# ---- ft2232h_frame_tx ----
`config.mk`:
```
export PLATFORM = sky130hd
export DESIGN_NAME = ft2232h_frame_tx
export DESIGN_NICKNAME = d
export VERILOG_FILES = /design/src/rtl/ft2232h_frame_tx.sv
export SDC_FILE = /design/constraint.sdc
export NUM_CORES = 1
export LEC_CHECK = 0
export CAP_MARGIN = 40
export CELL_PAD_IN_SITES_DETAIL_PLACEMENT = 1
export CELL_PAD_IN_SITES_GLOBAL_PLACEMENT = 1
export CORE_MARGIN = 10
export CORE_UTILIZATION = 42
export DETAILED_ROUTE_END_ITERATION = 7
export GPL_TIMING_DRIVEN = 0
export PLACE_DENSITY_LB_ADDON = 0.15
export SYNTH_ARGS = -nofsm -noshare
export SYNTH_HDL_FRONTEND = slang
export SYNTH_SLANG_ARGS = --single-unit
```
`constraint.sdc`:
```
create_clock -name clk -period 45.2 [get_ports clk]
set_input_delay 9.04 -clock clk [delete_from_list [all_inputs] [get_ports clk]]
set_output_delay 9.04 -clock clk [all_outputs]
set_load 0.05 [all_outputs]
```
`src/rtl/ft2232h_frame_tx.sv`:
```
// FT2232H sync-FIFO frame transmitter: snapshots a capture word and streams it as
// header / sequence number / zero-padded payload bytes, resuming cleanly across TXE# stalls.
module ft2232h_frame_tx #(
  parameter int unsigned DATA_WIDTH  = 14,
  parameter int unsigned SAMPLES     = 40,
  parameter int unsigned HEADER_EN   = 1,
  parameter logic [7:0]  HEADER_BYTE = 8'hFF,
  parameter int unsigned SEQ_EN      = 1,
  parameter int unsigned MAX_STALL   = 1024
) (
  input  logic                          clk,
  input  logic                          rst,
  input  logic                          txe,
  input  logic [DATA_WIDTH*SAMPLES-1:0] data,
  input  logic                          enable,
  output logic                          wr,
  output logic [7:0]                    data_out,
  output logic                          busy,
  output logic                          done,
  output logic                          dropped,
  output logic                          abort
);

  localparam int unsigned NBITS       = DATA_WIDTH * SAMPLES;
  localparam int unsigned PAY_BYTES   = (NBITS + 7) / 8;
  localparam int unsigned PAY_BITS    = PAY_BYTES * 8;
  localparam int unsigned HDR         = (HEADER_EN != 0) ? 1 : 0;
  localparam int unsigned SEQB        = (SEQ_EN != 0) ? 2 : 0;
  localparam int unsigned FRAME_BYTES = HDR + SEQB + PAY_BYTES;
  localparam int unsigned IDX_W       = (FRAME_BYTES < 2) ? 1 : $clog2(FRAME_BYTES);
  localparam int unsigned STALL_W     = (MAX_STALL < 2) ? 1 : $clog2(MAX_STALL + 1);
  localparam int unsigned STALL_LIM   = (MAX_STALL == 0) ? 0 : MAX_STALL - 1;

  typedef enum logic {IDLE, SEND} state_t;

  state_t               state, state_n;
  logic                 pending, pending_n;
  logic                 en_q;
  logic [15:0]          seq, seq_n;
  logic [IDX_W-1:0]     byte_idx, idx_n;
  logic [STALL_W-1:0]   stall_cnt, stall_n;
  logic [PAY_BITS-1:0]  shadow, shadow_n;
  logic                 wr_n, busy_n, done_n, dropped_n, abort_n;
  logic [7:0]           dout_n;

  function automatic logic [7:0] frame_byte(input int unsigned idx,
                                            input logic [PAY_BITS-1:0] pay,
                                            input logic [15:0] s);
    logic [PAY_BITS-1:0] sh;
    frame_byte = '0;
    sh         = '0;
    if (HDR == 1 && idx == 0)                 frame_byte = HEADER_BYTE;
    else if (SEQB == 2 && idx == HDR)         frame_byte = s[15:8];
    else if (SEQB == 2 && idx == HDR + 1)     frame_byte = s[7:0];
    else if (idx >= HDR + SEQB) begin
      sh         = pay >> (8 * (idx - HDR - SEQB));
      frame_byte = sh[7:0];
    end
  endfunction

  always_ff @(posedge clk or posedge rst) begin
    if (rst) begin
      state     <= IDLE;
      pending   <= 1'b0;
      en_q      <= 1'b0;
      seq       <= '0;
      byte_idx  <= '0;
      stall_cnt <= '0;
      shadow    <= '0;
      wr        <= 1'b1;
      data_out  <= '0;
      busy      <= 1'b0;
      done      <= 1'b0;
      dropped   <= 1'b0;
      abort     <= 1'b0;
    end else begin
      state     <= state_n;
      pending   <= pending_n;
      en_q      <= enable;
      seq       <= seq_n;
      byte_idx  <= idx_n;
      stall_cnt <= stall_n;
      shadow    <= shadow_n;
      wr        <= wr_n;
      data_out  <= dout_n;
      busy      <= busy_n;
      done      <= done_n;
      dropped   <= dropped_n;
      abort     <= abort_n;
    end
  end

  always_comb begin
    state_n   = state;
    pending_n = pending;
    seq_n     = seq;
    idx_n     = byte_idx;
    stall_n   = stall_cnt;
    shadow_n  = shadow;
    wr_n      = wr;
    dout_n    = data_out;
    busy_n    = busy;
    done_n    = 1'b0;
    dropped_n = 1'b0;
    abort_n   = 1'b0;
    unique case (state)
      IDLE: begin
        // A start consumes the pending slot first; an enable seen alongside it re-queues.
        if (enable || pending) begin
          shadow_n  = PAY_BITS'(data);
          pending_n = pending & enable;
          idx_n     = '0;
          stall_n   = '0;
          dout_n    = frame_byte(0, PAY_BITS'(data), seq);
          wr_n      = 1'b0;
          busy_n    = 1'b1;
          state_n   = SEND;
        end
      end
      SEND: begin
        if (!wr && !txe) begin
          stall_n = '0;
          if (byte_idx == IDX_W'(FRAME_BYTES - 1)) begin
            wr_n    = 1'b1;
            busy_n  = 1'b0;
            done_n  = 1'b1;
            seq_n   = seq + 16'd1;
            state_n = IDLE;
          end else begin
            idx_n  = byte_idx + 1'b1;
            dout_n = frame_byte(32'(byte_idx) + 32'd1, shadow, seq);
          end
        end else if (txe) begin
          if (MAX_STALL != 0 && stall_cnt == STALL_W'(STALL_LIM)) begin
            wr_n    = 1'b1;
            busy_n  = 1'b0;
            abort_n = 1'b1;
            state_n = IDLE;
          end else begin
            stall_n = stall_cnt + 1'b1;
          end
        end
        // A held enable level is one request; only a fresh rising edge can be dropped.
        if (enable) begin
          if (!pending)   pending_n = 1'b1;
          else if (!en_q) dropped_n = 1'b1;
        end
      end
      default: state_n = IDLE;
    endcase
  end

endmodule
```
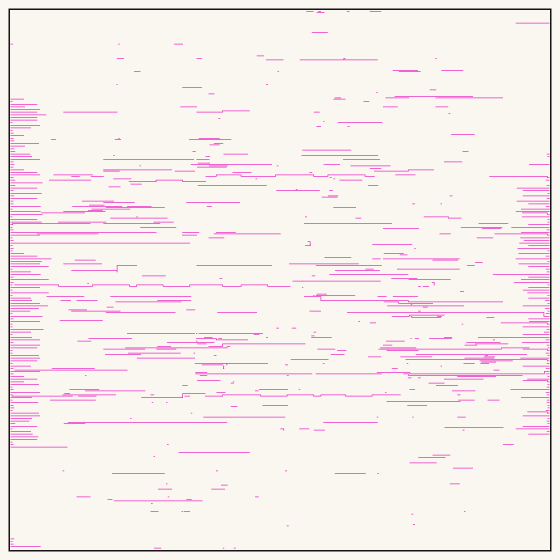
*Met3 routing, ft2232h_frame_tx*
wire length on this layer	7310 um
nets with wire on the layer	469

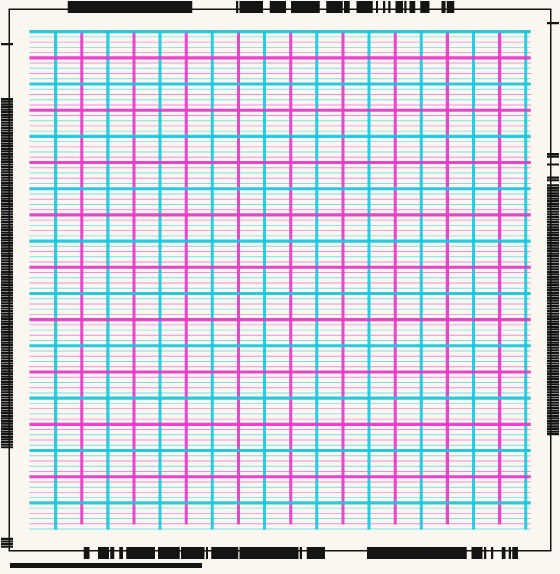
*Floorplan with the power grid, ft2232h_frame_tx*
Scale bar: 100 um. Pins as bars on the die edge.
colour	net
magenta	VDD
cyan	VSS
signal pins	577
met1 rails	96
Floorplan Core Area: 0.0673 mm^2
height of the die: 281 um
die boundary width: 281 um
Max rail drop VDD: 0.0000332 V

==> results.txt <==
Results of the full flow below.

Clocking:
- The run gives the clock insertion delay at the later pin of the skew report as 0.61 ns.
- The run gives the number of buffers added by the clock tree synthesis step as 69.
- The run gives the total number of H-tree levels as 3.

Layout:
- The run gives the count of filler cells inserted in the layout as about 7700.
- The finished layout reports a core utilization of 0.563.
- The run gives the sequential cell area in the final layout as 0.0153 mm^2.
- The run puts the number of flip-flops under the largest register name at 560.
- The plain and repair buffers instantiated in the layout total 782.
- The run gives the top register by number of flip-flops as shadow.
- The largest registers in the layout are shadow x560, seq x16, stall_cnt x11.
- The run puts the combined area of the multi-input logic cells at roughly 0.012 mm^2.
- The final report lists a non-filler cell total of 4716.
- Per the final report, the share of cell area in non-clock buffers is 0.180.
- The run puts the ratio of cells with drive above 1 in the final layout at 0.0851.
- The run gives the signed area change from the synthesized netlist to the final layout as 32.9%.

Critical path:
- The cell sequence reported for the critical path is clkdlybuf4s50_1 > nor2_1 > or2_2 > clkbuf_1 > buf_6 > clkbuf_1 > clkbuf_1 > nand2_1 > nand2_1.
- The run gives the longest individual stage delay on the worst path as 0.72 ns.
- The run puts the worst path arrival time at 11.96 ns.
- In this run the register-to-register setup slack is 39.73 ns.
- Tracing the worst setup path back leads to its startpoint at enable.
- Per STA, the worst path accumulates the most delay in the family buffers and inverters.
- The run gives the buffering stage count on the worst path with inverters included as 5.

Logic synthesis:
- After technology mapping, the gate count stands at 3122.
- The run gives the arithmetic-cell share of the synthesized area counting full adders, half adders and majority gates as 0.00439.
- Of the total synthesized cell area, the portion taken by AND-OR and OR-AND cells is 0.0342.
- In this run, synthesis inferred 0 flip-flops with an integrated enable.
- For reference, the top cells by count after synthesis are nand2_1, dfrtp_1, clkbuf_1.
- The synthesis report gives the async set-or-reset register share as 1.00.
- After synthesis, the cell types taking the most area are dfrtp_1, nand2_1, mux4_2, clkbuf_1, nor2_1.
- The cell type that accounts for the most area after synthesis is dfrtp_1.
- The run puts the chip area line of the yosys report at 0.0285 mm^2.
- The run gives the xor/xnor share of the synthesized area as 0.0125.
- The run puts the post-synthesis area per instance at 9.13 um^2.
- The run puts the basic-gate share of the synthesized area counting and, or, nand and nor cells at 0.266.

Drt:
- The detail route stage leaves a number of antenna-violating nets equal to 0.
- The run puts the routed metal-1 wirelength at 46700 um.
- The run puts the total length of routed met2 wires at between 60000 and 70000 um.
- In the log, the iteration count for the first detailed-route pass is 5.
- The run gives the average wire per standard cell as about 25 um.

Final timing:
- The run puts the time the final worst path needs with I/O delays and setup at 11.42 ns.
- Per the final report, max-transition violations number 0.
- The run puts the actual transition at the worst max-transition pin at 0.866 ns.
- The run gives the final hold slack as between 0.4 and 0.5 ns.

Power:
- In this run the static leakage power is about 18 nW.
- The run puts the relative contribution of sequential cells to total power at 0.343.
- Combinational power for this build is 0.00124 W.
- The run puts the switching share of total power at 0.419.
- The final power report lists total power as 0.00276 W.

Job:
- The run puts the total number of warnings across the stage logs at 41.

Outcome:
- The run finished with clean final reports.

Place:
- The run gives the placed wire-length estimate after detailed placement as roughly 93000 um.
- The run puts the number of buffers inserted by port buffering at 576.

Global route:
- The run gives the via count of the first global-routing pass as between 20000 and 30000.
- The run gives the fraction of met1 tracks used by global routing as 0.359.
- The run gives the pin count of the biggest net entering global routing as 130.

Floorplan:
- The initial utilization of the core area, before any placement, comes to 0.424.
- The run gives the tap cell count as 873.
- The run puts the die outline area at 0.0787 mm^2.

Min path:
- The min-delay analysis places its worst path in the category flip-flop to flip-flop.
- The run puts the worst hold path stage count at 2.
- The run gives the end point of the worst hold path as shadow[237].

# ---- demux_rr_scheduler ----
<file path="src/rtl/demux_rr_scheduler.sv">
// Round-robin scheduler for a shared 1:4 demultiplexer datapath.
// The scheduler grants one enabled channel at a time and moves bursts of up to
// BURST words from a single valid/ready input stream to that channel. A one-cycle
// arbitration bubble separates grants. The select output stays stable for the
// whole burst.
module demux_rr_scheduler #(
   parameter int unsigned WIDTH = 8,
   parameter int unsigned BURST = 4,
   parameter int unsigned CNT_W = 3
) (
   input  logic             clk,
   input  logic             rst,
   input  logic [WIDTH-1:0] in_data,
   input  logic             in_valid,
   output logic             in_ready,
   input  logic [3:0]       ch_en,
   output logic [WIDTH-1:0] out_data,
   output logic [3:0]       out_valid,
   input  logic [3:0]       out_ready,
   output logic [1:0]       sel,
   output logic             busy
);

   typedef enum logic [1:0] {StIdle, StArb, StXfer} state_e;

   localparam logic [CNT_W-1:0] LastCnt = CNT_W'(BURST - 1);

   state_e           state_q, state_d;
   logic [1:0]       sel_q, sel_d;
   logic [1:0]       last_q, last_d;
   logic [CNT_W-1:0] cnt_q, cnt_d;

   logic [1:0] arb_pick;
   logic [1:0] cand;
   logic       arb_found;
   logic       grant_en;
   logic       xfer_fire;

   assign grant_en  = ch_en[sel_q];
   assign xfer_fire = in_valid & in_ready;

   // Round-robin search: the first enabled channel after the last one served.
   always_comb begin
      arb_pick  = last_q;
      arb_found = 1'b0;
      cand      = last_q;
      for (int i = 1; i <= 4; i++) begin
         cand = last_q + 2'(i);
         if (!arb_found && ch_en[cand]) begin
            arb_pick  = cand;
            arb_found = 1'b1;
         end
      end
   end

   // State register. The reset value of last makes the first grant search start at ch0.
   always_ff @(posedge clk) begin
      if (rst) begin
         state_q <= StIdle;
         sel_q   <= 2'b00;
         last_q  <= 2'b11;
         cnt_q   <= '0;
      end else begin
         state_q <= state_d;
         sel_q   <= sel_d;
         last_q  <= last_d;
         cnt_q   <= cnt_d;
      end
   end

   // Next-state logic: choose the grant in ARB, then count words in XFER.
   always_comb begin
      state_d = state_q;
      sel_d   = sel_q;
      last_d  = last_q;
      cnt_d   = cnt_q;
      unique case (state_q)
         StIdle: begin
            if (|ch_en) state_d = StArb;
         end
         StArb: begin
            cnt_d = '0;
            if (ch_en == 4'b0000) begin
               state_d = StIdle;
            end else begin
               sel_d   = arb_pick;
               state_d = StXfer;
            end
         end
         StXfer: begin
            if (!grant_en) begin
               // The granted channel was disabled, so its grant ends at once.
               last_d  = sel_q;
               state_d = StArb;
            end else if (xfer_fire) begin
               cnt_d = cnt_q + CNT_W'(1);
               if (cnt_q == LastCnt) begin
                  last_d  = sel_q;
                  state_d = StArb;
               end
            end
         end
         default: state_d = StIdle;
      endcase
   end

   // Output decode. The handshake is combinational in XFER. It is suppressed
   // while rst is high so that the word in a reset cycle is not accepted.
   always_comb begin
      out_valid = 4'b0000;
      in_ready  = 1'b0;
      if (state_q == StXfer && !rst) begin
         out_valid[sel_q] = in_valid & grant_en;
         in_ready         = out_ready[sel_q] & grant_en;
      end
   end

   assign out_data = in_data;
   assign sel      = sel_q;
   assign busy     = (state_q != StIdle);

endmodule

</file>
<file path="config.mk">
export PLATFORM = sky130hd
export DESIGN_NAME = demux_rr_scheduler
export DESIGN_NICKNAME = d
export VERILOG_FILES = /design/src/rtl/demux_rr_scheduler.sv
export SDC_FILE = /design/constraint.sdc
export NUM_CORES = 1
export LEC_CHECK = 0
export ABC_CLOCK_PERIOD_IN_PS = 2600
export CORE_ASPECT_RATIO = 0.8
export CORE_MARGIN = 1.5
export CORE_UTILIZATION = 40
export DETAILED_ROUTE_END_ITERATION = 16
export PLACE_DENSITY = 0.78
export RECOVER_POWER = 50
export SLEW_MARGIN = 10
export SYNTH_ARGS = -nofsm -noshare
export SYNTH_HDL_FRONTEND = slang
export SYNTH_SLANG_ARGS = --single-unit
</file>
<file path="constraint.sdc">
create_clock -name clk -period 2.6 [get_ports clk]
set_clock_uncertainty 0.2 [all_clocks]
set_input_delay 0.52 -clock clk [delete_from_list [all_inputs] [get_ports clk]]
set_output_delay 0.52 -clock clk [all_outputs]
set_load 0.01 [all_outputs]
</file>
==> results.txt <==
Results of the full flow below.

Outcome:
- The flow ran to the end, and the final reports show no timing, DRC or antenna violations.

Logic synthesis:
- The run puts the fraction of post-synthesis cell area in the top cell type by area at 0.235.
- The cell-mix breakdown from Yosys lists the XOR/XNOR area share as 0.
- Warnings reported by Yosys during synthesis add up to 0.
- The run gives the basic-gate share of the synthesized area counting and, or, nand and nor cells as 0.274.
- The run gives the most common cell in the synthesized netlist as dfxtp_1.
- The run puts the synthesized netlist cell count at approximately 94.
- The run gives the proportion of synthesized chip area in sequential cells as 0.235.
- The run gives the arithmetic-cell share of the synthesized area counting full adders, half adders and majority gates as 0.0326.
- The run gives the most instantiated flip-flop cell in the synthesis netlist as dfxtp_1.
- By area, the combinational part of the netlist is dominated by simple AND/OR/NAND/NOR gates.
- The run puts the number of synthesized flops with an enable pin at 0.

Clocking:
- CTS reports a maximum clock tree buffer depth of 2.
- The run gives the count of hold-fix buffers inserted at cts as 0.
- The run gives the post-CTS resize count as 8.

Floorplan:
- The run gives the number of primary I/O pins as 35.
- The run puts the height of the die at approximately 42 um.
- The run puts the tap cell count at 22.
- In this run the core area contains 13 standard-cell rows.

Drt:
- The run gives the residual antenna-violating net count after detailed routing as 0.
- The run puts the total wirelength of the detailed-routed design at 2130 um.
- Signal nets in the final route climb as high as met4.
- The run gives the remaining routing DRC violations as 0.
- The run gives the via count as 805.

Global route:
- The layer flagged by global routing as most heavily used is met2.
- Entering global routing, the biggest net connects 12 pins.
- The first global-routing pass estimated 3500 um of wire.

Final timing:
- The run puts the actual transition at the worst max-transition pin at 0.530 ns.
- The run puts the maximum operating frequency at 0.403 GHz.
- The run puts the time the final worst path needs with I/O delays and setup at around 2.5 ns.
- The run gives the worst relative slew slack as 0.644.
- The run gives the total negative slack for setup checks as 0 ns.
- The run gives the ratio of final minimum period to clock period as 0.955.

Place:
- The run gives the total placed instance area as 1000 um^2.

Power:
- The run puts the switching power at 0.000131 W.
- The run gives the proportion of power drawn by the clock network as 0.287.
- Sequential power for this build is 0.000157 W.

Critical path:
- The run gives the cell depth of the worst flop-to-flop path as 4.
- Per the STA report, the cell with the highest stage delay on the worst path is mux4_2.
- The report shows a maximum critical-path fanout of 2.
- Looking at the reg2reg group, the worst path ends at last_q[1].
- The run puts the number of gates on the worst path with buffers counted at 4.

Layout:
- Leaving out fill and tap cells, the most frequent cell in the layout is buf_4.
- The run puts the number of standard cells in the layout, taps in and fillers out at 140.
- More flip-flops sit in one register than any other, and that register is cnt_q.
- The run puts the relative area of non-clock buffer cells in the final design at 0.259.
- The run gives the clock tree buffer count of the final layout as 3.
- The run puts the multi-input gate share of total cell area at 0.498.
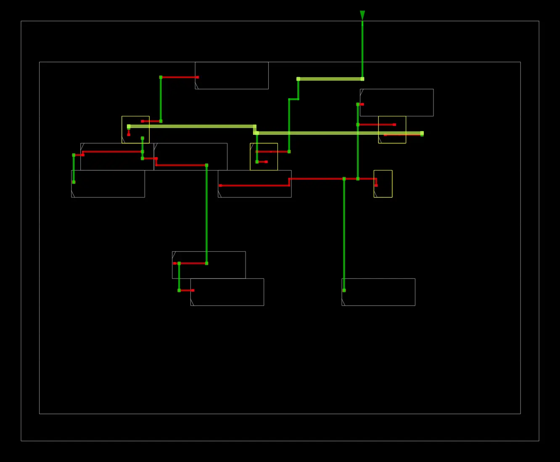
*Clock nets, demux_rr_scheduler*
Clock Power: 0.000116 W
number of clock buffers inserted by TritonCTS: 3
sinks on the clock net: 9


# ---- ula_arbiter ----
### The metal 2 layer, ula_arbiter

Scale bar: 20 um.
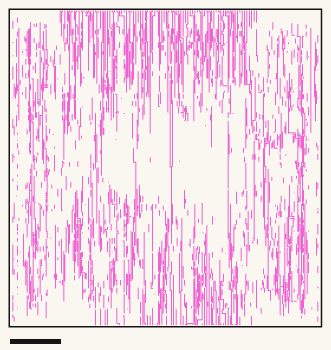
### Clock nets, ula_arbiter

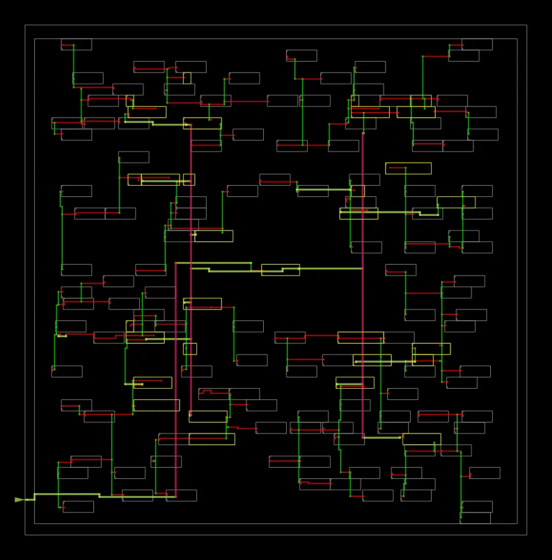
[src/rtl/ula_arbiter.sv]
// ula_arbiter
//   Two-requester round-robin front end for one shared combinational ULA.
//   The winning request's opcode/funct/operands are latched onto ula_*,
//   held for a per-operation settle time (longer for MULT/DIV), and the
//   ULA result is registered and returned with a one-cycle done pulse.
//
// Ports
//   clock, reset              rising-edge clock, synchronous active-high reset
//   req_x/op_x/funct_x/a_x/b_x requester x (x = 0,1) request and operands
//   gnt_x                     one-cycle pulse: requester x operands latched
//   done_x                    one-cycle pulse: res/zero valid for requester x
//   res, zero                 registered ULA Resultado / Zero
//   busy                      high outside IDLE
//   ula_opcode/funct/a/b      latched operands driving the ULA
//   ula_res, ula_zero         combinational ULA outputs
module ula_arbiter #(
  parameter int LAT_FAST = 1,
  parameter int LAT_SLOW = 4,
  parameter int CNT_W    = 4
) (
  input  logic        clock,
  input  logic        reset,
  input  logic        req_0,
  input  logic [5:0]  op_0,
  input  logic [5:0]  funct_0,
  input  logic [31:0] a_0,
  input  logic [31:0] b_0,
  input  logic        req_1,
  input  logic [5:0]  op_1,
  input  logic [5:0]  funct_1,
  input  logic [31:0] a_1,
  input  logic [31:0] b_1,
  output logic        gnt_0,
  output logic        gnt_1,
  output logic        done_0,
  output logic        done_1,
  output logic [31:0] res,
  output logic        zero,
  output logic        busy,
  output logic [5:0]  ula_opcode,
  output logic [5:0]  ula_funct,
  output logic [31:0] ula_a,
  output logic [31:0] ula_b,
  input  logic [31:0] ula_res,
  input  logic        ula_zero
);

  localparam logic [CNT_W-1:0] CNT_FAST = CNT_W'(LAT_FAST);
  localparam logic [CNT_W-1:0] CNT_SLOW = CNT_W'(LAT_SLOW);
  localparam logic [CNT_W-1:0] CNT_ONE  = CNT_W'(1);

  typedef enum logic [1:0] {S_IDLE, S_EXEC, S_DONE} state_t;

  state_t              r_state;
  logic [CNT_W-1:0]    r_cnt;
  logic [1:0]          r_gnt;
  logic [1:0]          r_done;
  logic [31:0]         r_res;
  logic                r_zero;
  logic [5:0]          r_op;
  logic [5:0]          r_fn;
  logic [31:0]         r_a;
  logic [31:0]         r_b;
  logic                r_last;   // last-granted port
  logic                r_owner;  // port that owns the op in flight

  logic [1:0]          w_req;
  logic [1:0][5:0]     w_op;
  logic [1:0][5:0]     w_fn;
  logic [1:0][31:0]    w_a;
  logic [1:0][31:0]    w_b;
  logic                w_win;
  logic                w_slow;

  assign w_req = {req_1, req_0};
  assign w_op  = {op_1, op_0};
  assign w_fn  = {funct_1, funct_0};
  assign w_a   = {a_1, a_0};
  assign w_b   = {b_1, b_0};

  // On a tie the port opposite the last grant wins; otherwise the lone requester.
  assign w_win  = (w_req == 2'b11) ? ~r_last : w_req[1];

  // MULT/DIV: opcode 0 with funct 2 or 3.
  assign w_slow = (w_op[w_win] == 6'd0) && (w_fn[w_win][5:1] == 5'b00001);

  always_ff @(posedge clock) begin
    if (reset) begin
      r_state <= S_IDLE;
      r_cnt   <= '0;
      r_gnt   <= '0;
      r_done  <= '0;
      r_res   <= '0;
      r_zero  <= 1'b0;
      r_op    <= '0;
      r_fn    <= '0;
      r_a     <= '0;
      r_b     <= '0;
      r_last  <= 1'b1;
      r_owner <= 1'b0;
    end else begin
      r_gnt  <= '0;
      r_done <= '0;
      case (r_state)
        S_IDLE: begin
          if (|w_req) begin
            r_op         <= w_op[w_win];
            r_fn         <= w_fn[w_win];
            r_a          <= w_a[w_win];
            r_b          <= w_b[w_win];
            r_gnt[w_win] <= 1'b1;
            r_last       <= w_win;
            r_owner      <= w_win;
            r_cnt        <= w_slow ? CNT_SLOW : CNT_FAST;
            r_state      <= S_EXEC;
          end
        end
        S_EXEC: begin
          // Counter holds the number of EXEC cycles still to run, this one included.
          if (r_cnt == CNT_ONE) begin
            r_res           <= ula_res;
            r_zero          <= ula_zero;
            r_done[r_owner] <= 1'b1;
            r_cnt           <= '0;
            r_state         <= S_DONE;
          end else begin
            r_cnt <= r_cnt - CNT_ONE;
          end
        end
        S_DONE:  r_state <= S_IDLE;
        default: r_state <= S_IDLE;
      endcase
    end
  end

  assign gnt_0      = r_gnt[0];
  assign gnt_1      = r_gnt[1];
  assign done_0     = r_done[0];
  assign done_1     = r_done[1];
  assign res        = r_res;
  assign zero       = r_zero;
  assign busy       = (r_state != S_IDLE);
  assign ula_opcode = r_op;
  assign ula_funct  = r_fn;
  assign ula_a      = r_a;
  assign ula_b      = r_b;

endmodule

[config.mk]
export PLATFORM = sky130hd
export DESIGN_NAME = ula_arbiter
export DESIGN_NICKNAME = d
export VERILOG_FILES = /design/src/rtl/ula_arbiter.sv
export SDC_FILE = /design/constraint.sdc
export NUM_CORES = 1
export LEC_CHECK = 0
export ABC_AREA = 1
export ABC_CLOCK_PERIOD_IN_PS = 1960
export CAP_MARGIN = 0
export CORE_AREA = 2 2 119 121
export CTS_CLUSTER_DIAMETER = 40
export DETAILED_ROUTE_END_ITERATION = 10
export DIE_AREA = 0 0 121 123
export PLACE_DENSITY_LB_ADDON = 0.2
export SLEW_MARGIN = 0
export SYNTH_ARGS = -nofsm -noshare
export SYNTH_HDL_FRONTEND = slang
export SYNTH_SLANG_ARGS = --single-unit
[constraint.sdc]
create_clock -name clock -period 1.96 [get_ports clock]
set_clock_uncertainty 0.05 [all_clocks]
set_input_delay 0.392 -clock clock [delete_from_list [all_inputs] [get_ports clock]]
set_output_delay 0.392 -clock clock [all_outputs]
set_load 0.1 [all_outputs]
==> results.txt <==
Results of the full flow below.

Critical path:
- The run puts the maximum fanout along the worst path at 3.
- For reference, the critical path is launched at r_state[0].
- The run gives the number of gates on the worst path with buffers counted as 3.
- The run gives the category of the critical setup timing path as flip-flop to primary output.

Logic synthesis:
- The run gives the post-synthesis mux area share as 0.
- The run puts the chip area line of the yosys report at 0.00499 mm^2.
- The run gives the dominant combinational cell family by area after synthesis as AND-OR/OR-AND gates.
- The run puts the arithmetic-cell share of the synthesized area counting full adders, half adders and majority gates at 0.00502.

Drt:
- The run gives the via count as 5538.
- After detailed routing, the average wire length per cell comes to 14.8 um.

Layout:
- In the layout the commonest cells are clkdlybuf4s50_1, nand2_1, buf_4, dfxtp_1, o21ai_0.
- The run puts the cell area after layout at 0.00869 mm^2.
- The layout summary lists the proportion of cells stronger than drive strength 1 as 0.199.

Final timing:
- The run gives the final number of hold-violating endpoints as 0.
- From the final report, the count of setup violators was given as 0.

Power:
- The analysis attributes to cell leakage a power of around 3.8 nW.
- Overall power consumption after layout is estimated at 0.0140 W.

Outcome:
- The run finished with clean final reports.

Clocking:
- The report lists the number of cells resized after CTS as 0.

Min path:
- Counting instances, the worst hold path has a depth of 1.

Place:
- The run puts the routability congestion estimate from global placement at 0.818.
Notes on 'The metal 2 layer' of ula_arbiter above:
share of all routed wire	46%
longest straight run	47.8 um
main direction	vertical
nets with wire on the layer	895

Notes on 'Clock nets' of ula_arbiter above:
sinks on the clock net: 121
number of clock buffers inserted by TritonCTS: 17
total of clock buffers placed in the layout: 19
flop count: 121



==> gallery <==
Signal wires by layer.
image #1
Scale bar: 20 um. Only two layers are drawn.
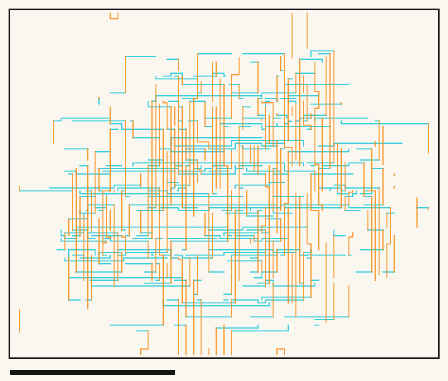
image #2
Scale bar: 20 um. Only two layers are drawn.
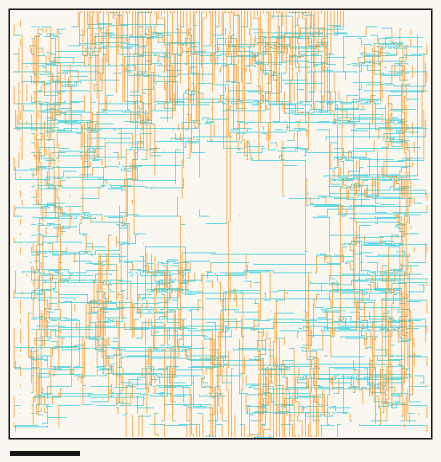
image #3
Scale bar: 100 um. Only two layers are drawn.
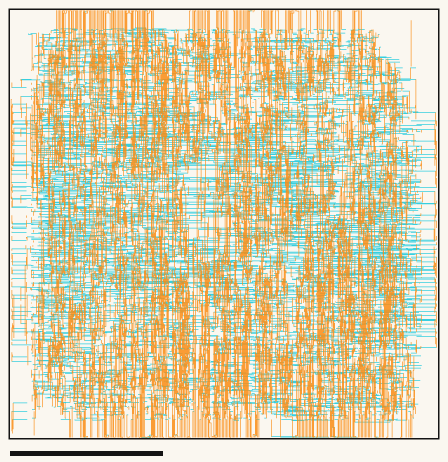
- most wire: image #3
- least wire: image #1
ft2232h_frame_tx is image #3.
demux_rr_scheduler is image #1.
ula_arbiter is image #2.

No activity file was given, so power comes from the tool's default toggle rates.
